######## block 1 ########
$ cat config.mk
export PLATFORM = sky130hd
export DESIGN_NAME = mem_line_arbiter
export DESIGN_NICKNAME = d
export VERILOG_FILES = /design/src/rtl/mem_arb_pkg.sv /design/src/rtl/rr_arbiter.sv /design/src/rtl/mem_line_arbiter.sv
export SDC_FILE = /design/constraint.sdc
export NUM_CORES = 1
export LEC_CHECK = 0
export ABC_CLOCK_PERIOD_IN_PS = 17550
export CAP_MARGIN = 10
export CORE_AREA = 3 3 290 292
export CTS_CLUSTER_DIAMETER = 40
export DETAILED_ROUTE_END_ITERATION = 12
export DIE_AREA = 0 0 293 295
export SLEW_MARGIN = 5
export SYNTH_ARGS = -nofsm -noshare
export SYNTH_HDL_FRONTEND = slang
export SYNTH_SLANG_ARGS = --single-unit
$ cat constraint.sdc
create_clock -name clk -period 17.55 [get_ports clk]
set_input_delay 2.6325 -clock clk [delete_from_list [all_inputs] [get_ports clk]]
set_output_delay 2.6325 -clock clk [all_outputs]
set_load 0.03 [all_outputs]
$ cat src/rtl/mem_arb_pkg.sv
// mem_arb_pkg: shared state, op and priority encodings for the memory line arbiter
package mem_arb_pkg;
  typedef enum logic [1:0] {IDLE = 2'd0, BUSY = 2'd1, RESP = 2'd2, ERR = 2'd3} state_e;
  localparam logic OP_RD = 1'b0;
  localparam logic OP_WR = 1'b1;
  localparam int PRIO_RR = 0;
  localparam int PRIO_FIXED = 1;
  // channel examined at search position i; fixed mode ignores the pointer
  function automatic int slot(input int ptr, input int i, input int n, input logic fixed);
    return fixed ? i : (ptr + i) % n;
  endfunction
endpackage

$ cat src/rtl/rr_arbiter.sv
// rr_arbiter: combinational masked-priority selector, rotating from ptr or fixed lowest-index-first
module rr_arbiter
  import mem_arb_pkg::*;
#(
  parameter int NUM_CH = 2,
  parameter int IW = (NUM_CH > 1) ? $clog2(NUM_CH) : 1
) (
  input  logic [NUM_CH-1:0] req,
  input  logic [IW-1:0]     ptr,
  input  logic              mode,
  output logic [NUM_CH-1:0] gnt,
  output logic [IW-1:0]     idx
);
  // walk from lowest to highest priority so the highest-priority requester is written last
  always_comb begin
    gnt = '0;
    idx = '0;
    for (int i = NUM_CH - 1; i >= 0; i--) begin
      if (req[IW'(slot(int'(ptr), i, NUM_CH, mode))]) begin
        gnt = NUM_CH'(1) << slot(int'(ptr), i, NUM_CH, mode);
        idx = IW'(slot(int'(ptr), i, NUM_CH, mode));
      end
    end
  end
endmodule

$ cat src/rtl/mem_line_arbiter.sv
// mem_line_arbiter: N-channel cache line read/write arbiter onto one memory port with watchdog
module mem_line_arbiter
  import mem_arb_pkg::*;
#(
  parameter int NUM_CH      = 2,
  parameter int ADDR_W      = 32,
  parameter int LINE_W      = 128,
  parameter int PRIO_MODE   = 0,
  parameter int TIMEOUT_CYC = 255
) (
  input  logic                     clk,
  input  logic                     reset,
  input  logic [NUM_CH-1:0]        req_rd,
  input  logic [NUM_CH-1:0]        req_wr,
  input  logic [NUM_CH*ADDR_W-1:0] req_addr,
  input  logic [NUM_CH*LINE_W-1:0] req_wdata,
  output logic [NUM_CH-1:0]        rsp_ready,
  output logic [NUM_CH-1:0]        rsp_err,
  output logic [LINE_W-1:0]        rsp_rdata,
  output logic [NUM_CH-1:0]        grant,
  output logic                     mem_oe,
  output logic                     mem_we,
  output logic [ADDR_W-1:0]        mem_addr,
  output logic [LINE_W-1:0]        mem_wdata,
  input  logic [LINE_W-1:0]        mem_rdata,
  input  logic                     mem_ready
);
  localparam int IW = (NUM_CH > 1) ? $clog2(NUM_CH) : 1;
  localparam int CW = (TIMEOUT_CYC > 0) ? $clog2(TIMEOUT_CYC + 1) : 1;
  state_e state_q, state_d;
  logic [NUM_CH-1:0] grant_q, grant_d, req_any, win;
  logic [IW-1:0] ptr_q, ptr_d, win_idx;
  logic op_q, op_d;
  logic [ADDR_W-1:0] addr_q, addr_d;
  logic [LINE_W-1:0] wdata_q, wdata_d, rdata_q, rdata_d;
  logic [CW-1:0] cnt_q, cnt_d, cnt_inc;
  assign req_any = req_rd | req_wr;
  rr_arbiter #(.NUM_CH(NUM_CH), .IW(IW)) u_arb (
    .req  (req_any),
    .ptr  (ptr_q),
    .mode (PRIO_MODE == PRIO_FIXED),
    .gnt  (win),
    .idx  (win_idx)
  );
  always_comb begin
    state_d = state_q;
    grant_d = grant_q;
    ptr_d   = ptr_q;
    op_d    = op_q;
    addr_d  = addr_q;
    wdata_d = wdata_q;
    rdata_d = rdata_q;
    cnt_d   = cnt_q;
    cnt_inc = (cnt_q == '1) ? cnt_q : cnt_q + CW'(1);
    case (state_q)
      IDLE: if (|req_any) begin
        state_d = BUSY;
        grant_d = win;
        op_d    = req_wr[win_idx] ? OP_WR : OP_RD;
        addr_d  = req_addr[int'(win_idx)*ADDR_W +: ADDR_W];
        wdata_d = req_wdata[int'(win_idx)*LINE_W +: LINE_W];
        cnt_d   = '0;
        ptr_d   = (win_idx == IW'(NUM_CH - 1)) ? '0 : win_idx + IW'(1);
      end
      BUSY: if (mem_ready) begin
        rdata_d = mem_rdata;
        state_d = RESP;
      end else begin
        cnt_d = cnt_inc;
        if (TIMEOUT_CYC != 0 && cnt_inc == CW'(TIMEOUT_CYC)) state_d = ERR;
      end
      default: begin
        state_d = IDLE;
        grant_d = '0;
      end
    endcase
  end
  always_ff @(posedge clk or posedge reset) begin
    if (reset) begin
      state_q <= IDLE;
      grant_q <= '0;
      ptr_q   <= '0;
      op_q    <= OP_RD;
      addr_q  <= '0;
      wdata_q <= '0;
      rdata_q <= '0;
      cnt_q   <= '0;
    end else begin
      state_q <= state_d;
      grant_q <= grant_d;
      ptr_q   <= ptr_d;
      op_q    <= op_d;
      addr_q  <= addr_d;
      wdata_q <= wdata_d;
      rdata_q <= rdata_d;
      cnt_q   <= cnt_d;
    end
  end
  assign grant     = grant_q;
  assign mem_oe    = (state_q == BUSY) && (op_q == OP_RD);
  assign mem_we    = (state_q == BUSY) && (op_q == OP_WR);
  assign mem_addr  = addr_q;
  assign mem_wdata = wdata_q;
  assign rsp_rdata = rdata_q;
  assign rsp_ready = (state_q == RESP) ? grant_q : '0;
  assign rsp_err   = (state_q == ERR) ? grant_q : '0;
endmodule

######## block 2 ########
==> src/rtl/quartet_program_loader_if.sv <==
// MMIO host-channel bundle between the program loader and the quartet host interface.
interface quartet_program_loader_if #(
  parameter int MMIO_DATA_WIDTH  = 32,
  parameter int MMIO_INDEX_WIDTH = 32
);
  logic                        mmio_write_req;
  logic [MMIO_INDEX_WIDTH-1:0] mmio_write_index;
  logic [MMIO_DATA_WIDTH-1:0]  mmio_write_data;
  logic                        mmio_write_ack;
  logic                        mmio_read_req;
  logic [MMIO_INDEX_WIDTH-1:0] mmio_read_index;

  modport master (
    output mmio_write_req, mmio_write_index, mmio_write_data,
    output mmio_read_req, mmio_read_index,
    input  mmio_write_ack
  );

  modport slave (
    input  mmio_write_req, mmio_write_index, mmio_write_data,
    input  mmio_read_req, mmio_read_index,
    output mmio_write_ack
  );
endinterface

==> src/rtl/quartet_program_loader.sv <==
// Boot sequencer: resets/enables a quartet, streams core and router words over MMIO, runs it to halt.
// Optional halt watchdog enabled by defining TIA_LOADER_WATCHDOG_EN.
module quartet_program_loader #(
  parameter int MMIO_DATA_WIDTH   = 32,
  parameter int MMIO_INDEX_WIDTH  = 32,
  parameter int NUM_PES           = 4,
  parameter int NUM_CORE_WORDS    = 40,
  parameter int NUM_ROUTER_WORDS  = 8,
  parameter int PE_STRIDE         = 256,
  parameter int CORE_BASE_INDEX   = 0,
  parameter int ROUTER_BASE_INDEX = 128,
  parameter int IMAGE_INDEX_WIDTH = 9,
  parameter int TIMEOUT_CYCLES    = 100000
) (
  input  logic                         clock,
  input  logic                         reset,
  input  logic                         start,
  output logic                         busy,
  output logic                         done,
  output logic                         error,
  output logic [31:0]                  run_cycles,
  output logic                         quartet_reset,
  output logic                         quartet_enable,
  output logic                         quartet_execute,
  input  logic                         quartet_halted,
  output logic [IMAGE_INDEX_WIDTH-1:0] image_read_index,
  input  logic [MMIO_DATA_WIDTH-1:0]   image_read_data,
  quartet_program_loader_if.master     mmio
);

`ifdef TIA_LOADER_WATCHDOG_EN
  localparam bit WATCHDOG_ON = 1'b1;
`else
  localparam bit WATCHDOG_ON = 1'b0;
`endif

  localparam int MAX_WORDS = (NUM_CORE_WORDS > NUM_ROUTER_WORDS) ? NUM_CORE_WORDS : NUM_ROUTER_WORDS;
  localparam int JW        = (MAX_WORDS < 2) ? 1 : $clog2(MAX_WORDS);
  localparam int PW        = (NUM_PES < 2) ? 1 : $clog2(NUM_PES);
  localparam int TOTAL     = NUM_PES * (NUM_CORE_WORDS + NUM_ROUTER_WORDS);

  localparam logic [31:0] LAST_CORE     = 32'(NUM_CORE_WORDS) - 32'd1;
  localparam logic [31:0] LAST_ROUTER   = 32'(NUM_ROUTER_WORDS) - 32'd1;
  localparam logic [31:0] LAST_PE       = 32'(NUM_PES) - 32'd1;
  localparam logic [31:0] TIMEOUT_LIMIT = 32'(TIMEOUT_CYCLES);
  localparam logic        START_PHASE   = (NUM_CORE_WORDS == 0);
  localparam logic        HAS_ROUTER    = (NUM_ROUTER_WORDS != 0);

  localparam logic [MMIO_INDEX_WIDTH-1:0] STRIDE      = MMIO_INDEX_WIDTH'(PE_STRIDE);
  localparam logic [MMIO_INDEX_WIDTH-1:0] CORE_BASE   = MMIO_INDEX_WIDTH'(CORE_BASE_INDEX);
  localparam logic [MMIO_INDEX_WIDTH-1:0] ROUTER_BASE = MMIO_INDEX_WIDTH'(ROUTER_BASE_INDEX);

  typedef enum logic [3:0] {
    IDLE, RSTQ, ENQ, FETCH, WAITD, WRITE, RUN, DONE, ERROR
  } state_t;

  state_t                        state;
  logic                          phase;
  logic [PW-1:0]                 pe;
  logic [JW-1:0]                 j;
  logic [MMIO_INDEX_WIDTH-1:0]   next_index;
  logic [31:0]                   last_j;
  logic [31:0]                   cycles_next;

  assign mmio.mmio_read_req   = 1'b0;
  assign mmio.mmio_read_index = '0;

  // image_read_index doubles as the linear word counter k: the image is laid out in load order
  always_comb begin
    next_index  = STRIDE * MMIO_INDEX_WIDTH'(pe) + (phase ? ROUTER_BASE : CORE_BASE)
                + MMIO_INDEX_WIDTH'(j);
    last_j      = phase ? LAST_ROUTER : LAST_CORE;
    cycles_next = (run_cycles == '1) ? run_cycles : run_cycles + 32'd1;
  end

  always_ff @(posedge clock) begin
    if (!reset) begin
      state                 <= IDLE;
      busy                  <= 1'b0;
      done                  <= 1'b0;
      error                 <= 1'b0;
      run_cycles            <= '0;
      quartet_reset         <= 1'b0;
      quartet_enable        <= 1'b0;
      quartet_execute       <= 1'b0;
      image_read_index      <= '0;
      phase                 <= 1'b0;
      pe                    <= '0;
      j                     <= '0;
      mmio.mmio_write_req   <= 1'b0;
      mmio.mmio_write_index <= '0;
      mmio.mmio_write_data  <= '0;
    end else begin
      case (state)
        IDLE, DONE, ERROR: begin
          if (start) begin
            done             <= 1'b0;
            error            <= 1'b0;
            run_cycles       <= '0;
            image_read_index <= '0;
            phase            <= START_PHASE;
            pe               <= '0;
            j                <= '0;
            busy             <= 1'b1;
            quartet_reset    <= 1'b1;
            quartet_execute  <= 1'b0;
            state            <= RSTQ;
          end
        end
        RSTQ: begin
          quartet_reset  <= 1'b0;
          quartet_enable <= 1'b1;
          state          <= ENQ;
        end
        ENQ: begin
          if (TOTAL == 0) begin
            quartet_execute <= 1'b1;
            state           <= RUN;
          end else begin
            state <= FETCH;
          end
        end
        FETCH: state <= WAITD;
        WAITD: begin
          mmio.mmio_write_data  <= image_read_data;
          mmio.mmio_write_index <= next_index;
          mmio.mmio_write_req   <= 1'b1;
          state                 <= WRITE;
        end
        WRITE: begin
          if (mmio.mmio_write_ack) begin
            mmio.mmio_write_req <= 1'b0;
            image_read_index    <= image_read_index + 1'b1;
            state               <= FETCH;
            if (32'(j) == last_j) begin
              j <= '0;
              if (32'(pe) == LAST_PE) begin
                pe <= '0;
                if (!phase && HAS_ROUTER) begin
                  phase <= 1'b1;
                end else begin
                  quartet_execute <= 1'b1;
                  state           <= RUN;
                end
              end else begin
                pe <= pe + 1'b1;
              end
            end else begin
              j <= j + 1'b1;
            end
          end
        end
        RUN: begin
          run_cycles <= cycles_next;
          // Halt wins over a watchdog expiry landing on the same cycle
          if (quartet_halted) begin
            quartet_execute <= 1'b0;
            done            <= 1'b1;
            busy            <= 1'b0;
            state           <= DONE;
          end else if (WATCHDOG_ON && (cycles_next == TIMEOUT_LIMIT)) begin
            quartet_execute <= 1'b0;
            error           <= 1'b1;
            busy            <= 1'b0;
            state           <= ERROR;
          end
        end
        default: state <= IDLE;
      endcase
    end
  end

endmodule

==> src/flat_wrapper.sv <==
// flat-port wrapper written by rule: the top's interface ports become plain ports
module quartet_program_loader_flat 
#(
  parameter int MMIO_DATA_WIDTH   = 32,
  parameter int MMIO_INDEX_WIDTH  = 32,
  parameter int NUM_PES           = 4,
  parameter int NUM_CORE_WORDS    = 40,
  parameter int NUM_ROUTER_WORDS  = 8,
  parameter int PE_STRIDE         = 256,
  parameter int CORE_BASE_INDEX   = 0,
  parameter int ROUTER_BASE_INDEX = 128,
  parameter int IMAGE_INDEX_WIDTH = 9,
  parameter int TIMEOUT_CYCLES    = 100000
)
  (clock, reset, start, busy, done, error, run_cycles, quartet_reset, quartet_enable, quartet_execute, quartet_halted, image_read_index, image_read_data, mmio_mmio_write_req, mmio_mmio_write_index, mmio_mmio_write_data, mmio_mmio_read_req, mmio_mmio_read_index, mmio_mmio_write_ack);
  quartet_program_loader_if #(.MMIO_DATA_WIDTH(MMIO_DATA_WIDTH), .MMIO_INDEX_WIDTH(MMIO_INDEX_WIDTH)) mmio_i ();
  input  logic clock;
  input  logic reset;
  input  logic start;
  output logic busy;
  output logic done;
  output logic error;
  output logic [31:0] run_cycles;
  output logic quartet_reset;
  output logic quartet_enable;
  output logic quartet_execute;
  input  logic quartet_halted;
  output logic [IMAGE_INDEX_WIDTH-1:0] image_read_index;
  input  logic [MMIO_DATA_WIDTH-1:0] image_read_data;
  output wire logic [$bits(mmio_i.mmio_write_req)-1:0] mmio_mmio_write_req;
  output wire logic [$bits(mmio_i.mmio_write_index)-1:0] mmio_mmio_write_index;
  output wire logic [$bits(mmio_i.mmio_write_data)-1:0] mmio_mmio_write_data;
  output wire logic [$bits(mmio_i.mmio_read_req)-1:0] mmio_mmio_read_req;
  output wire logic [$bits(mmio_i.mmio_read_index)-1:0] mmio_mmio_read_index;
  input wire logic [$bits(mmio_i.mmio_write_ack)-1:0] mmio_mmio_write_ack;
  assign mmio_mmio_write_req = mmio_i.mmio_write_req;
  assign mmio_mmio_write_index = mmio_i.mmio_write_index;
  assign mmio_mmio_write_data = mmio_i.mmio_write_data;
  assign mmio_mmio_read_req = mmio_i.mmio_read_req;
  assign mmio_mmio_read_index = mmio_i.mmio_read_index;
  assign mmio_i.mmio_write_ack = mmio_mmio_write_ack;
  quartet_program_loader #(.MMIO_DATA_WIDTH(MMIO_DATA_WIDTH), .MMIO_INDEX_WIDTH(MMIO_INDEX_WIDTH), .NUM_PES(NUM_PES), .NUM_CORE_WORDS(NUM_CORE_WORDS), .NUM_ROUTER_WORDS(NUM_ROUTER_WORDS), .PE_STRIDE(PE_STRIDE), .CORE_BASE_INDEX(CORE_BASE_INDEX), .ROUTER_BASE_INDEX(ROUTER_BASE_INDEX), .IMAGE_INDEX_WIDTH(IMAGE_INDEX_WIDTH), .TIMEOUT_CYCLES(TIMEOUT_CYCLES)) u_core (.clock(clock), .reset(reset), .start(start), .busy(busy), .done(done), .error(error), .run_cycles(run_cycles), .quartet_reset(quartet_reset), .quartet_enable(quartet_enable), .quartet_execute(quartet_execute), .quartet_halted(quartet_halted), .image_read_index(image_read_index), .image_read_data(image_read_data), .mmio(mmio_i));
endmodule
==> config.mk <==
export PLATFORM = sky130hd
export DESIGN_NAME = quartet_program_loader_flat
export DESIGN_NICKNAME = d
export VERILOG_FILES = /design/src/rtl/quartet_program_loader_if.sv /design/src/rtl/quartet_program_loader.sv /design/src/flat_wrapper.sv
export SDC_FILE = /design/constraint.sdc
export NUM_CORES = 1
export LEC_CHECK = 0
export ABC_AREA = 1
export CORE_MARGIN = 4
export CORE_UTILIZATION = 50
export DETAILED_ROUTE_END_ITERATION = 16
export PLACE_DENSITY = 0.86
export REMOVE_ABC_BUFFERS = 1
export SLEW_MARGIN = 20
export SYNTH_ARGS = -nofsm -noshare
export SYNTH_HDL_FRONTEND = slang
export SYNTH_SLANG_ARGS = --single-unit
==> constraint.sdc <==
create_clock -name clock -period 2.9 [get_ports clock]
set_clock_uncertainty 0.1 [all_clocks]
set_input_delay 0.58 -clock clock [delete_from_list [all_inputs] [get_ports clock]]
set_output_delay 0.58 -clock clock [all_outputs]
set_load 0.005 [all_outputs]
######## block 3 ########
<file path="config.mk">
export PLATFORM = sky130hd
export DESIGN_NAME = multicycle_ctrl
export DESIGN_NICKNAME = d
export VERILOG_FILES = /design/src/rtl/multicycle_ctrl.sv
export SDC_FILE = /design/constraint.sdc
export NUM_CORES = 1
export LEC_CHECK = 0
export CAP_MARGIN = 20
export CORE_ASPECT_RATIO = 1.25
export CORE_MARGIN = 4
export CORE_UTILIZATION = 47
export CTS_CLUSTER_DIAMETER = 150
export CTS_CLUSTER_SIZE = 14
export DETAILED_ROUTE_END_ITERATION = 12
export PLACE_DENSITY_LB_ADDON = 0.1
export SLEW_MARGIN = 20
export SYNTH_ARGS = -nofsm -noshare
export SYNTH_HDL_FRONTEND = slang
export SYNTH_SLANG_ARGS = --single-unit
</file>
<file path="constraint.sdc">
create_clock -name clk -period 3.45 [get_ports clk]
set_clock_uncertainty 0.05 [all_clocks]
set_input_delay 0.345 -clock clk [delete_from_list [all_inputs] [get_ports clk]]
set_output_delay 0.345 -clock clk [all_outputs]
set_load 0.02 [all_outputs]
</file>
<file path="src/rtl/multicycle_ctrl.sv">
// Multicycle control FSM: fetch/decode/exec/mem/writeback sequencing for a
// small MIPS-like subset, with an instruction register and a retired counter.
module multicycle_ctrl (
    input  logic        clk,
    input  logic        rst_n,
    input  logic [31:0] instr,
    input  logic        imem_ready,
    input  logic        dmem_ready,
    output logic        imem_req,
    output logic        ir_we,
    output logic        pc_inc,
    output logic        need_jmp,
    output logic        b_or_j,
    output logic        br_ne,
    output logic [2:0]  alu_op,
    output logic        alu_src_imm,
    output logic        dmem_req,
    output logic        dmem_we,
    output logic        reg_we,
    output logic        reg_dst,
    output logic        mem_to_reg,
    output logic        illegal,
    output logic [31:0] retired,
    output logic [2:0]  state
);

    typedef enum logic [2:0] {
        S_FETCH  = 3'd0,
        S_DECODE = 3'd1,
        S_EXEC   = 3'd2,
        S_MEM    = 3'd3,
        S_WB     = 3'd4
    } state_t;

    localparam logic [5:0] OP_R    = 6'b000000;
    localparam logic [5:0] OP_LW   = 6'b100011;
    localparam logic [5:0] OP_SW   = 6'b101011;
    localparam logic [5:0] OP_BEQ  = 6'b000100;
    localparam logic [5:0] OP_BNE  = 6'b000101;
    localparam logic [5:0] OP_J    = 6'b000010;
    localparam logic [5:0] OP_ADDI = 6'b001000;
    localparam logic [5:0] OP_ORI  = 6'b001101;

    localparam logic [2:0] ALU_ADD   = 3'b000;
    localparam logic [2:0] ALU_OR    = 3'b001;
    localparam logic [2:0] ALU_FUNCT = 3'b010;
    localparam logic [2:0] ALU_SUB   = 3'b110;

    state_t      r_state;
    state_t      w_next;
    logic [31:0] r_ir;
    logic [31:0] r_retired;
    logic        r_boot;
    logic        w_retire;
    logic [5:0]  w_op;
    logic        w_unused;

    assign w_op     = r_ir[31:26];
    assign w_unused = ^r_ir[25:0];
    assign state    = r_state;
    assign retired  = r_retired;

    // State, IR and retired counter; r_boot keeps the first post-reset cycle quiet
    always_ff @(posedge clk) begin
        if (!rst_n) begin
            r_state   <= S_FETCH;
            r_ir      <= 32'd0;
            r_retired <= 32'd0;
            r_boot    <= 1'b1;
        end else begin
            r_state <= w_next;
            r_boot  <= 1'b0;
            if (ir_we) begin
                r_ir <= instr;
            end
            if (w_retire) begin
                r_retired <= r_retired + 32'd1;
            end
        end
    end

    // Next-state and strobe decode from state and IR; everything forced low in reset
    always_comb begin
        w_next      = S_FETCH;
        w_retire    = 1'b0;
        imem_req    = 1'b0;
        ir_we       = 1'b0;
        pc_inc      = 1'b0;
        need_jmp    = 1'b0;
        b_or_j      = 1'b0;
        br_ne       = 1'b0;
        alu_op      = ALU_ADD;
        alu_src_imm = 1'b0;
        dmem_req    = 1'b0;
        dmem_we     = 1'b0;
        reg_we      = 1'b0;
        reg_dst     = 1'b0;
        mem_to_reg  = 1'b0;
        illegal     = 1'b0;
        if (rst_n) begin
            case (r_state)
                S_FETCH: begin
                    imem_req = 1'b1;
                    if (imem_ready && !r_boot) begin
                        ir_we  = 1'b1;
                        pc_inc = 1'b1;
                        w_next = S_DECODE;
                    end else begin
                        w_next = S_FETCH;
                    end
                end
                S_DECODE: w_next = S_EXEC;
                S_EXEC: begin
                    case (w_op)
                        OP_BEQ, OP_BNE: begin
                            need_jmp = 1'b1;
                            b_or_j   = 1'b1;
                            br_ne    = (w_op == OP_BNE);
                            alu_op   = ALU_SUB;
                            w_retire = 1'b1;
                            w_next   = S_FETCH;
                        end
                        OP_J: begin
                            need_jmp = 1'b1;
                            w_retire = 1'b1;
                            w_next   = S_FETCH;
                        end
                        OP_R: begin
                            alu_op = ALU_FUNCT;
                            w_next = S_WB;
                        end
                        OP_ADDI: begin
                            alu_src_imm = 1'b1;
                            w_next      = S_WB;
                        end
                        OP_ORI: begin
                            alu_op      = ALU_OR;
                            alu_src_imm = 1'b1;
                            w_next      = S_WB;
                        end
                        OP_LW, OP_SW: begin
                            alu_src_imm = 1'b1;
                            w_next      = S_MEM;
                        end
                        default: begin
                            illegal = 1'b1;
                            w_next  = S_FETCH;
                        end
                    endcase
                end
                S_MEM: begin
                    dmem_req = 1'b1;
                    dmem_we  = (w_op == OP_SW);
                    if (!dmem_ready) begin
                        w_next = S_MEM;
                    end else if (w_op == OP_SW) begin
                        w_retire = 1'b1;
                        w_next   = S_FETCH;
                    end else begin
                        w_next = S_WB;
                    end
                end
                S_WB: begin
                    reg_we     = 1'b1;
                    reg_dst    = (w_op == OP_R);
                    mem_to_reg = (w_op == OP_LW);
                    w_retire   = 1'b1;
                    w_next     = S_FETCH;
                end
                default: w_next = S_FETCH;
            endcase
        end else begin
            w_next = S_FETCH;
        end
    end

endmodule
</file>
######## block 4 ########
$ cat src/rtl/mem_pkg.sv
// Shared sizes and enums for the two-port arbitrated word memory.
// Pure declarations; no latency or backpressure.
package mem_pkg;
    localparam int MEM_ADDR_W = 6;
    localparam int MEM_DATA_W = 8;
    localparam int MEM_DEPTH  = 1 << MEM_ADDR_W;

    typedef enum logic {
        IDLE   = 1'b0,
        ACCESS = 1'b1
    } state_t;

    typedef enum logic {
        OWN_A = 1'b0,
        OWN_B = 1'b1
    } owner_t;
endpackage

$ cat src/rtl/mem_array.sv
// Single-port DEPTH x DATA_W storage: write or read per enabled cycle, both synchronous.
// Latency 1 for reads; no backpressure, the caller owns the port every enabled cycle.
module mem_array
    import mem_pkg::*;
#(
    parameter int ADDR_W = MEM_ADDR_W,
    parameter int DATA_W = MEM_DATA_W,
    parameter int DEPTH  = MEM_DEPTH
) (
    input  logic              clk,
    input  logic              en,
    input  logic              we,
    input  logic [ADDR_W-1:0] addr,
    input  logic [DATA_W-1:0] wdata,
    output logic [DATA_W-1:0] rdata
);
    logic [DATA_W-1:0] mem [DEPTH];

    // Contents and read register are deliberately never reset.
    always_ff @(posedge clk) begin
        if (en) begin
            if (we) begin
                mem[addr] <= wdata;
            end else begin
                rdata <= mem[addr];
            end
        end
    end
endmodule

$ cat src/rtl/mem_arbiter.sv
// Round-robin arbiter giving requesters A and B one access per cycle to a shared memory.
// Latency: gnt the cycle after req is sampled, rdata/rvalid one cycle after gnt; req holds until gnt.
module mem_arbiter
    import mem_pkg::*;
#(
    parameter int ADDR_W = MEM_ADDR_W,
    parameter int DATA_W = MEM_DATA_W
) (
    input  logic              CLK,
    input  logic              Clr,
    input  logic              a_req,
    input  logic              a_we,
    input  logic [ADDR_W-1:0] a_addr,
    input  logic [DATA_W-1:0] a_wdata,
    output logic              a_gnt,
    output logic              a_rvalid,
    output logic [DATA_W-1:0] a_rdata,
    input  logic              b_req,
    input  logic              b_we,
    input  logic [ADDR_W-1:0] b_addr,
    input  logic [DATA_W-1:0] b_wdata,
    output logic              b_gnt,
    output logic              b_rvalid,
    output logic [DATA_W-1:0] b_rdata,
    output logic              busy
);
    state_t            state_q, state_d;
    owner_t            owner_q, owner_d, last_owner_q, winner, rd_owner_q;
    logic              we_q, we_d;
    logic [ADDR_W-1:0] addr_q, addr_d;
    logic [DATA_W-1:0] wdata_q, wdata_d;
    logic              any_req, rd_vld_q, mem_en;
    logic [DATA_W-1:0] mem_rdata, a_hold_q, b_hold_q;

    assign any_req = a_req | b_req;

    always_comb begin
        winner = OWN_A;
        if (a_req && b_req) begin
            winner = (last_owner_q == OWN_A) ? OWN_B : OWN_A;
        end else if (b_req) begin
            winner = OWN_B;
        end
    end

    // IDLE and ACCESS share one rule: any pending req starts an access next cycle,
    // including the current owner's req seen during its own gnt.
    always_comb begin
        state_d = IDLE;
        owner_d = owner_q;
        we_d    = we_q;
        addr_d  = addr_q;
        wdata_d = wdata_q;
        if (any_req) begin
            state_d = ACCESS;
            owner_d = winner;
            if (winner == OWN_A) begin
                we_d    = a_we;
                addr_d  = a_addr;
                wdata_d = a_wdata;
            end else begin
                we_d    = b_we;
                addr_d  = b_addr;
                wdata_d = b_wdata;
            end
        end
    end

    always_ff @(posedge CLK) begin
        if (Clr) begin
            state_q      <= IDLE;
            owner_q      <= OWN_A;
            last_owner_q <= OWN_B;
            we_q         <= 1'b0;
            addr_q       <= '0;
            wdata_q      <= '0;
            rd_vld_q     <= 1'b0;
            rd_owner_q   <= OWN_A;
            a_hold_q     <= '0;
            b_hold_q     <= '0;
        end else begin
            state_q <= state_d;
            owner_q <= owner_d;
            we_q    <= we_d;
            addr_q  <= addr_d;
            wdata_q <= wdata_d;
            if (any_req) begin
                last_owner_q <= winner;
            end
            rd_vld_q   <= busy && !we_q;
            rd_owner_q <= owner_q;
            if (rd_vld_q) begin
                if (rd_owner_q == OWN_A) begin
                    a_hold_q <= mem_rdata;
                end else begin
                    b_hold_q <= mem_rdata;
                end
            end
        end
    end

    assign busy     = (state_q == ACCESS);
    assign a_gnt    = busy && (owner_q == OWN_A);
    assign b_gnt    = busy && (owner_q == OWN_B);
    assign a_rvalid = rd_vld_q && (rd_owner_q == OWN_A);
    assign b_rvalid = rd_vld_q && (rd_owner_q == OWN_B);
    assign a_rdata  = a_rvalid ? mem_rdata : a_hold_q;
    assign b_rdata  = b_rvalid ? mem_rdata : b_hold_q;

    // A reset edge must not let an in-flight write land.
    assign mem_en = busy && !Clr;

    mem_array #(
        .ADDR_W (ADDR_W),
        .DATA_W (DATA_W),
        .DEPTH  (1 << ADDR_W)
    ) u_mem (
        .clk   (CLK),
        .en    (mem_en),
        .we    (we_q),
        .addr  (addr_q),
        .wdata (wdata_q),
        .rdata (mem_rdata)
    );
endmodule

$ cat config.mk
export PLATFORM = sky130hd
export DESIGN_NAME = mem_arbiter
export DESIGN_NICKNAME = d
export VERILOG_FILES = /design/src/rtl/mem_pkg.sv /design/src/rtl/mem_array.sv /design/src/rtl/mem_arbiter.sv
export SDC_FILE = /design/constraint.sdc
export NUM_CORES = 1
export LEC_CHECK = 0
export CAP_MARGIN = 20
export CORE_MARGIN = 2
export CORE_UTILIZATION = 55
export DETAILED_ROUTE_END_ITERATION = 8
export PLACE_DENSITY = 0.83
export SLEW_MARGIN = 5
export SYNTH_ARGS = -nofsm -noshare
export SYNTH_HDL_FRONTEND = slang
export SYNTH_HIERARCHICAL = 1
export SYNTH_SLANG_ARGS = --single-unit
$ cat constraint.sdc
create_clock -name CLK -period 2.92 [get_ports CLK]
set_input_delay 0.584 -clock CLK [delete_from_list [all_inputs] [get_ports CLK]]
set_output_delay 0.584 -clock CLK [all_outputs]
set_load 0.01 [all_outputs]

## Gallery

Clock network drawn from the DEF.
panel A
Bar = 100 um.
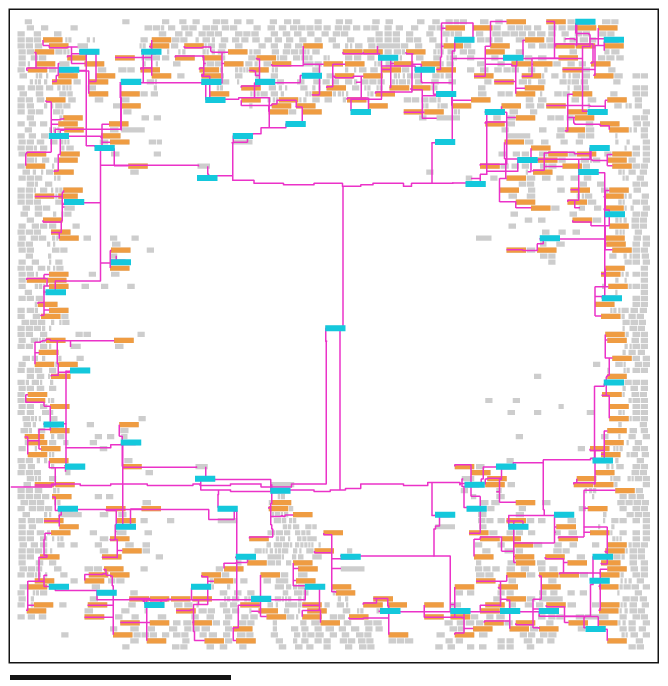
panel B
Bar = 50 um.
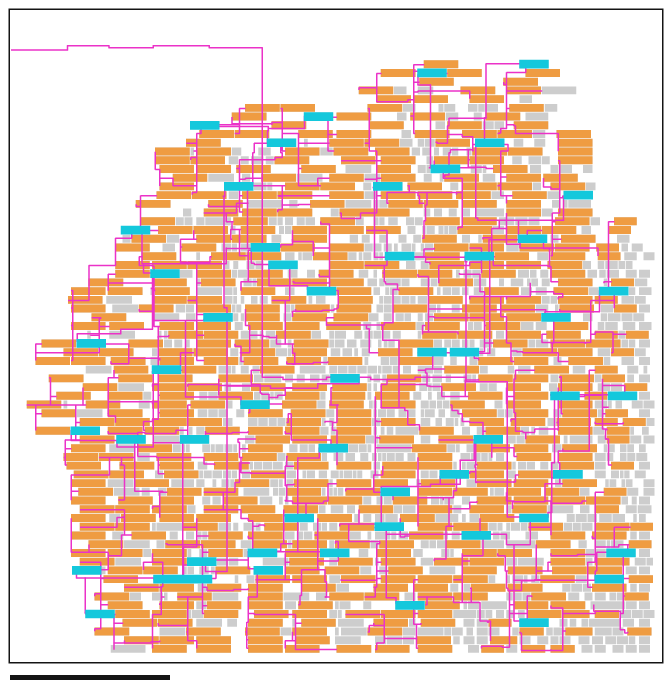
panel C
Bar = 20 um.
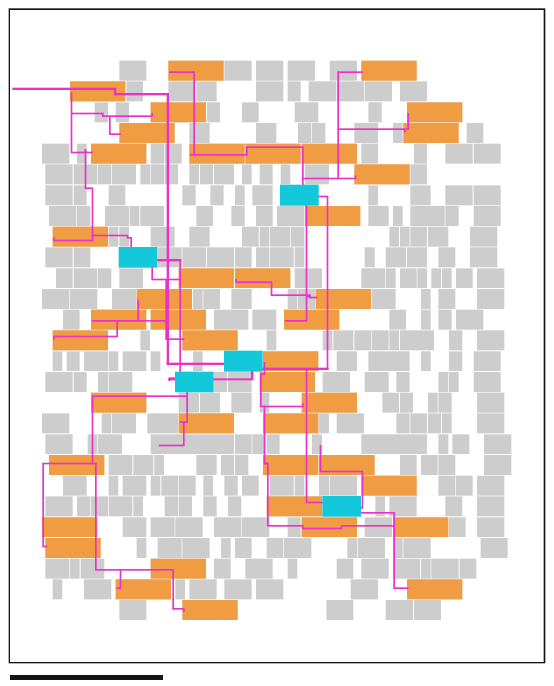
panel D
Bar = 20 um.
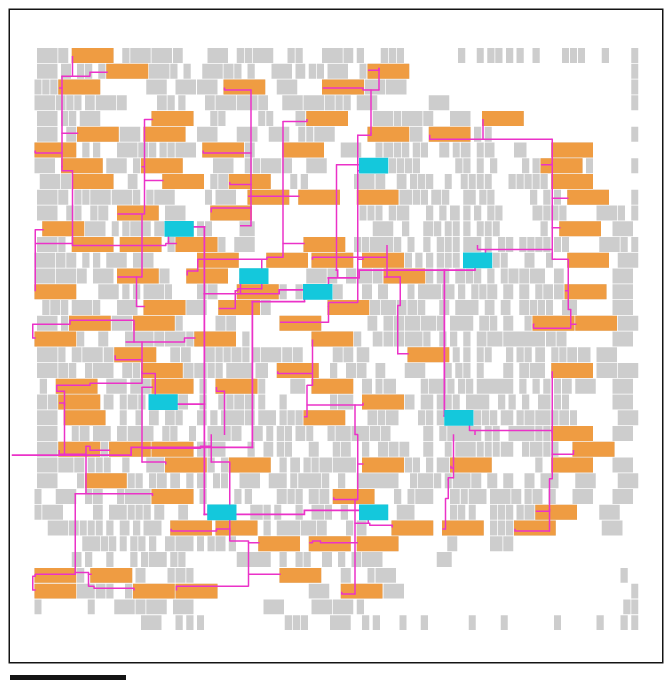
- fewest sequential cells: panel C
- largest die: panel A
block 3 -> panel C
block 1 -> panel A
block 2 -> panel D
block 4 -> panel B

Block 2, I/O pins on the die edge:
Pins as bars across the die edge, other pins in gray.
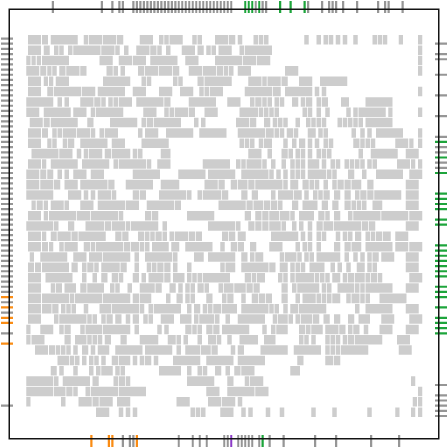
Key: green = run_cycles [pins 32, direction output, edge 24 right, 7 top, 1 bottom]; orange = image_read_index [pins 9, direction output, edge 5 left, 4 bottom]; purple = quartet_execute [pins 1, direction output, edge bottom]
Horiz. Die Dim: 113 um
tally of buffers added on design ports: 124
die boundary height: 113 um

==> results.txt, block 2 <==
Physical implementation.

- The critical path goes through ha_1, inv_2, nor2_8, nand2_4, nor2_4, nand2_2, nand2_4, nand2_8, nand3_1, nand2_1, nor2_1.
- The detailed router reported a total wirelength of 13.7 mm.
- The worst setup timing slack at the placement stage is 718 ps.
- Detailed placement ended at an HPWL of 9.90 mm.
- For the worst setup path, the data arrival time is 2420 ps.
- The setup path with the least slack is of type register to register.
- The violation count after the first detailed-routing iteration is 358.
- The flow ran to the end, and the final reports show no timing, DRC or antenna violations.
- The standby leakage power is 2.62 nW.
- The final layout contains 943 nets.
- The most frequent cell on the critical path is sky130_fd_sc_hd__nand2_4.
- For this run, global-route usage on met2 was measured as 0.357.
- For the completed layout, the total cell area is recorded as 0.00672 sq mm.
- The largest net degree at the start of global routing is 59.
- The peak-usage layer in the global routing report is met2.
- The total of flip-flops plus latches after synthesis is 100.
- The relative slew slack is 0.630.
block 2: Yosys cell counts, drive strengths merged:
library cell | count | area [sq um]
inv | 59 | 224
or2 | 6 | 37.5
o21ai | 56 | 284
clkbuf | 11 | 41.3
ha | 4 | 50.1
nor3 | 5 | 25.0
nand2 | 157 | 641
xor2 | 9 | 78.8
o211a | 1 | 10.0
a21boi | 1 | 7.51
and3 | 1 | 6.26
o21bai | 1 | 7.51
dfxtp | 100 | 2000
clkinv | 1 | 3.75
nor2 | 166 | 687
o211ai | 1 | 7.51
xnor2 | 4 | 35.0
and2 | 1 | 6.26
buf | 74 | 564
a21oi | 56 | 307
nand4 | 4 | 25.0
o22ai | 1 | 6.26
a21o | 7 | 52.6
nand3 | 63 | 348
o21a | 1 | 7.51
conb | 1 | 3.75
block 2: registers in the layout, summed over array words and instances (netlist names), 2 cells and up:
| signal | flops |
|---|---|
| u_core.state | 3 |
| u_core.pe | 2 |
| u_core.mmio.mmio_write_index | 9 |
| u_core.run_cycles | 32 |
| u_core.j | 6 |
| u_core.image_read_index | 9 |
| u_core.mmio.mmio_write_data | 32 |
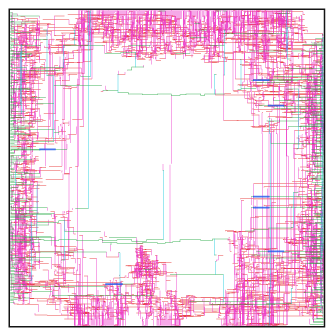
Block 1: wiring by layer
Key: magenta = M2 [wire length 28.9 mm]; red = M1 [wire length 19100 um]; cyan = M4 [wire length 1760 um]; green = M3 [wire length 5370 um]; blue = M5 [wire length 97.5 um]
wire length after detailed routing: 55.3 mm
routed length per instance: 18.7 um

==> results.txt, block 1 <==
Physical implementation.

- STA classifies the critical path endpoint as a register.
- The layout buffer count excluding clock buffers is 760.
- In the detailed route, the total length drawn on met3 is 5.37 mm.
- In this run, placement finished with an instance count of 2825.
- The most critical hold endpoint after final layout shows a slack of 490 ps.
- Per the STA report, the cell with the highest stage delay on the worst path is sky130_fd_sc_hd__buf_4.
- The highest cell delay on the worst timing path is 780 ps.
- The net count of the finished layout is 2280.
- 5 antenna diodes ended up in the layout.
- The run finished with clean final reports.
- In the final run the clock tree shows a worst skew of 16.5 ps.
- The number of nets in the synthesized netlist is 1524.
- After synthesis, the design contains 1068 cells according to Yosys.
- Ranked by total area, the top cell class in this layout is non-clock buffers.
- The script logs the ratio of routed vias to standard cells as 3.85.
- For reference, the final report shows the max-slew violation count at 0.
- The total of flip-flops plus latches after synthesis is 302.
- The finished layout holds 2952 standard cells, fillers aside.
- The number of library cell types mapped by synthesis is 47.
- The chip area estimate from yosys synthesis is 0.0130 sq mm.
- The met3 usage in global routing is 0.0536.
- Checking max transition, the worst relative margin is 0.300.
- The average size of a mapped cell is 12.1 sq um.
- The fraction of synthesis flops using an asynchronous set or reset pin is 1.00.
- Counting instances in the post-synthesis netlist gives the leading cell types as sky130_fd_sc_hd__dfrtp_1 (302), sky130_fd_sc_hd__nor2_1 (169), sky130_fd_sc_hd__a21oi_1 (164).
- Detailed routing placed a total of 28.9 mm of wire on met2.
- The worst-case setup margin in the final layout is 12060 ps.
- The H-tree depth is 3.
- Broken down by cell family, the worst path's largest delay share belongs to buffers and inverters.
==> block 1: cell families (layout without fill, tap and decap cells) <==
logic type	count (synthesis)	after routing	share of synthesized area
AND-OR/OR-AND	183	183	0.0749
other	0	5	0
buffers and inverters	79	888	0.0326
multiplexers	291	291	0.237
adder cells (fa/ha/maj)	1	1	0.000965
flip-flops	302	302	0.583
AND/OR/NAND/NOR	212	212	0.0719
==> block 1: registers in the layout, summed over array words and instances (netlist names) <==
register,flops
cnt_q,8
grant,2
mem_addr,32
mem_wdata,128
op_q,1
ptr_q,1
rsp_rdata,128
state_q,2
==> block 1: worst max path at each step <==
stage | cells past startpoint | startpoint | endpoint
4_1_cts | 8 | req_wr[0] | mem_wdata[49]
6_report | 8 | req_wr[0] | mem_wdata[49]
5_1_grt | 8 | req_wr[0] | mem_wdata[49]
3_3_place_gp | 8 | req_wr[0] | mem_wdata[81]
3_5_place_dp | 8 | req_wr[0] | mem_wdata[32]
2_1_floorplan | 1 | reset | cnt_q[0]
==> block 1: report_power, final <==
part	internal, W	leakage, nW	switching [W]
Clock	0.000896	1.13	0.000408
Combinational	0.000974	5.27	0.00138
Sequential	0.00105	3.44	0.000203
Total	0.00292	9.84	0.00199
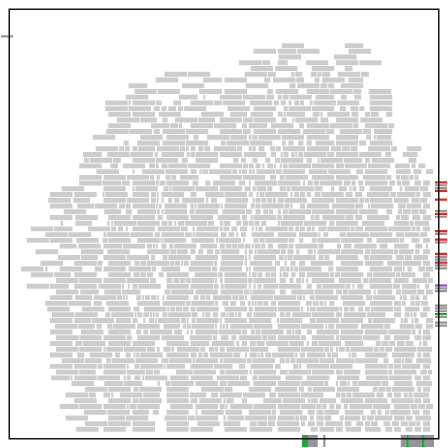
Block 4: I/O pins on the die edge
Pins as bars across the die edge, other pins in gray.
Key: green = b_addr [pins 6, direction input, edge 5 bottom, 1 right]; red = a_rdata [pins 8, direction output, edge right]; purple = busy [pins 1, direction output, edge right]
All pins by edge: 28 right, 26 bottom, 1 left.
die boundary height: 203 um
tally of buffers added on design ports: 54
Horiz. Die Dim: 203 um

==> results.txt, block 4 <==
Physical implementation.

- The final number of setup-violating endpoints is 2.
- The class of the tightest hold or removal check is register to register.
- After layout, the clock buffer instance count stands at 76.
- The clock-pin slew on the worst setup and hold paths is 60 ps.
- Per the run report, area growth between synthesis and finish was 16.9%.
- The data arrival time of the critical path is 3260 ps.
- The final reports fail on setup timing.
- TritonCTS built the clock tree.
- After routing the design area is 0.0255 sq mm.
- Overall power consumption after layout is estimated at 0.0173 W.
- The flow ran to the end, but the final reports show violations.
- The post-layout net count is 1467.
- Summed over all layers, the global routing overflow is 0.
- The clock insertion delay at the later pin of the skew report is 610 ps.
- Signal nets in the final route climb as high as met4.
- The post-route fraction of the period consumed by the critical path is 1.02.
- In the synthesis report, Yosys lists the chip area as 0.0218 sq mm.
- Once routing completed, OpenROAD measured the worst setup slack at -57.6 ps.
- The total of flip-flops plus latches after synthesis is 556.
- The critical path in this run is classified as register to register.
- The most common cell in the netlist is sky130_fd_sc_hd__edfxtp_1.
- The average size of a mapped cell is 17.2 sq um.
- Along the worst path, the maximum fanout reaches 18.
- Per the final report, the share of cell area in non-clock buffers is 0.0697.
- The logic area is 0.00499 sq mm.
- The final-layout clock-cell area share is 0.0680.
- Looking at the max-slew report, the worst-margin pin has a slew of 986 ps.
[block 4: path summary, 6_finish.rpt]
check / startpoint / endpoint / slack, ps / cells past startpoint
setup / recovery: addr_q[1] / u_mem/rdata[6] / -60 / 6
hold / removal: we_q / rd_vld_q / 500 / 1
setup reg to reg: addr_q[1] / u_mem/rdata[6] / -60 / 6
hold reg to reg: we_q / rd_vld_q / 500 / 1
[block 4: sequential cells by signal, summed over array words and instances, names as in the netlist]
name / flops
b_hold_q: 8
owner_q: 1
rd_vld_q: 1
we_q: 1
addr_q: 6
busy: 1
a_hold_q: 8
rd_owner_q: 1
u_mem/mem: 512
wdata_q: 8
last_owner_q: 1
u_mem/rdata: 8
[block 4: power breakdown]
group / total (W) / internal, W / switching, W
Combinational: 0.00145 / 0.000546 / 0.000904
Sequential: 0.00894 / 0.00882 / 0.000123
Clock: 0.00687 / 0.00403 / 0.00284
[block 4: logic make-up after synthesis]
| family | share of synthesized area |
|---|---|
| compound gates | 0.0977 |
| mux | 0.0780 |
| flops | 0.748 |
| buf+inv | 0.0233 |
| simple gates | 0.0526 |
[block 4: what timing repair did]
action	CTS	global route
gates resized	0	0
setup endpoints to repair	2	0
setup buffers	2	0
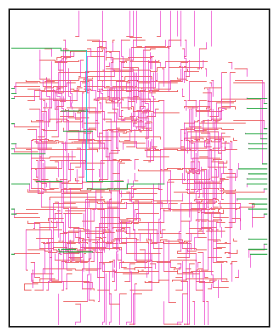
Block 3: wiring by layer
Key: green = M3 [wire length 196 um]; cyan = M4 [wire length 35.4 um]; red = M1 [wire length 2460 um]; magenta = M2 [wire length 2900 um]
routed length per instance: 14.4 um
wire length after detailed routing: 5.59 mm

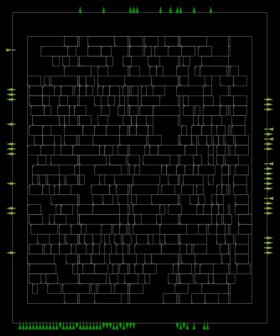
Block 3: cell placement
Filler Cells Inserted: 407
seq_cells: 42
utilization of the core after routing: 0.661

==> results.txt, block 3 <==
Physical implementation.

- The run finished with clean final reports.
- For this run, the script counts the antenna cells in the layout as 0.
- The power report attributes to the clock group a share of 0.399.
- Leaving out the clock tree, the finished layout contains an inverter count of 9.
- TritonCTS created 5 clock buffers.
- The routed length on met1 is 2.46 mm.
- The violation count after the first detailed-routing iteration is 84.
- The number of clock buffer instances in the layout is 7.
- For this run, the detailed router reports a per-instance via density of 5.68.
- In this run, the synthesized area fraction spent on adder and majority cells is recorded as 0.00554.
- The switching power is 0.000209 W.
- Of the total synthesized cell area, the portion taken by AND-OR and OR-AND cells is 0.151.
- The post-synthesis instance total is 272.
- The via count of the first global-routing pass came to 2119.
- In the synthesized netlist the async set-or-reset flop fraction comes to 0.
- The worst setup path is of the register to output pin kind.
- Walking the worst path, the cells encountered are or3b_1, or2_2, inv_1, and3_1, clkdlybuf4s50_1.
- In this build the clock could be raised as far as 0.373 GHz.
block 3: worst reg2reg max path, stage by stage (launching register included):
cell                        delay [ps]
sky130_fd_sc_hd__dfxtp_1           540
sky130_fd_sc_hd__and2b_1           250
sky130_fd_sc_hd__o2111ai_2         130
sky130_fd_sc_hd__buf_4             210
sky130_fd_sc_hd__a2111o_1          650
sky130_fd_sc_hd__or4_1             540
sky130_fd_sc_hd__a21oi_1           150
block 3: worst paths after layout:
kind	to	slack, ps	from	depth (start not counted)
worst max register to register	retired[28]	870	state[1]	6
worst min-delay path	retired[5]	460	retired[5]	2
worst min register to register	retired[5]	460	retired[5]	2
worst max-delay path	reg_dst	770	state[0]	5
block 3: registers in the layout, summed over array words and instances (netlist names):
| name | count |
|---|---|
| retired | 32 |
| r_ir | 6 |
| state | 3 |
| r_boot | 1 |
block 3: power groups by stage:
stage | combinational [W] | clock, W | sequential (W)
2_1_floorplan | 0.0000483 | 0 | 0.000507
3_3_place_gp | 0.0000687 | 0 | 0.000512
3_5_place_dp | 0.0000692 | 0 | 0.000512
4_1_cts | 0.0000696 | 0.000387 | 0.000501
5_1_grt | 0.0000766 | 0.000403 | 0.000502
6_report | 0.0000691 | 0.000379 | 0.000501


==> notes/layouts.md <==
Pictures saved along the way, in no particular order.

Cell placement.
picture 1
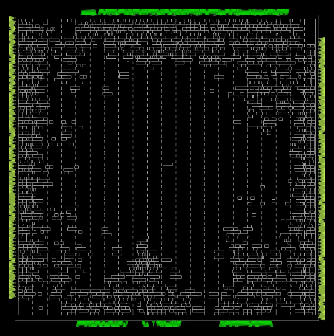
picture 2
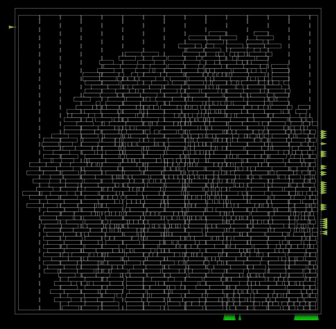
picture 3
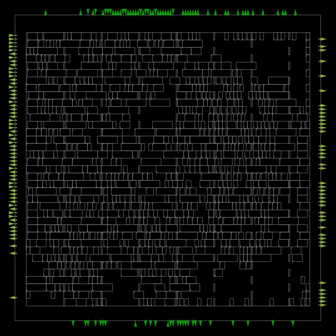
- block 1 = picture 1
- block 2 = picture 3
- block 4 = picture 2


==> gallery <==
Cell classes on the final placement.
Fill, decap, tap and diode cells in gray.
shot_01.png
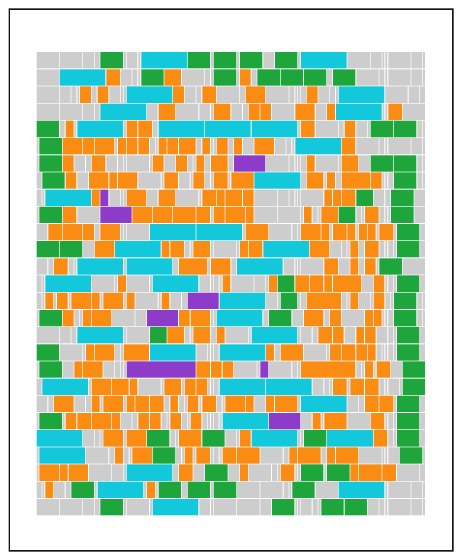
shot_02.png
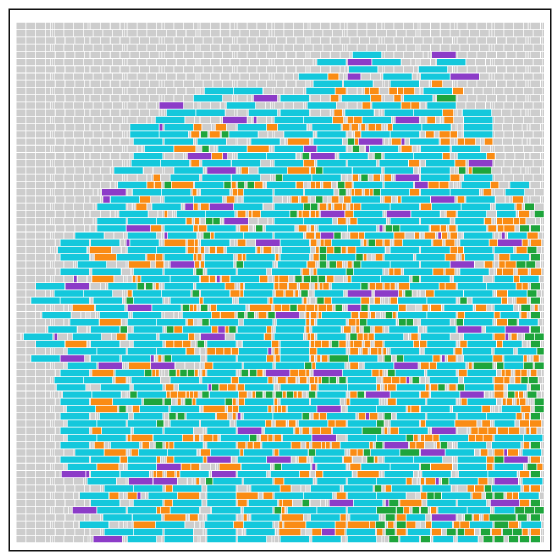
shot_03.png
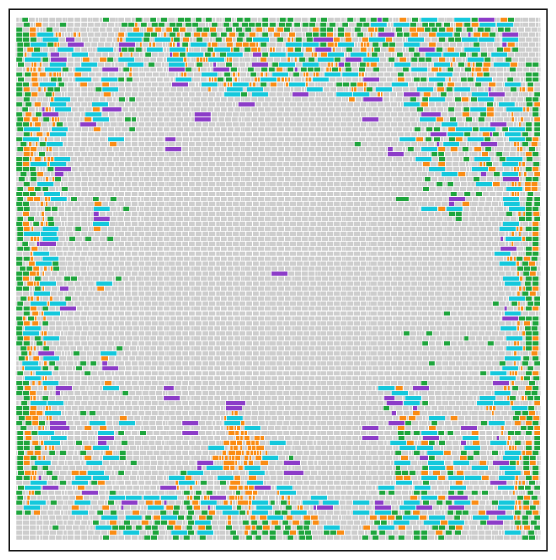
shot_04.png
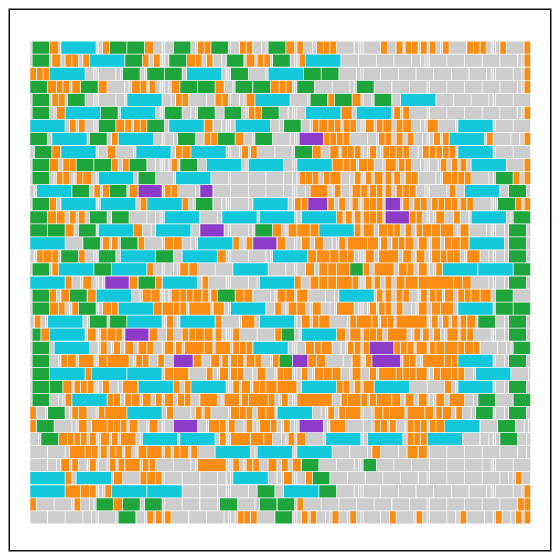
shot_04.png: block 2
shot_03.png: block 1
shot_01.png: block 3
shot_02.png: block 4
Of these, fewest sequential cells: shot_01.png

Power figures rest on the tool's default switching activity, not on a simulated workload.
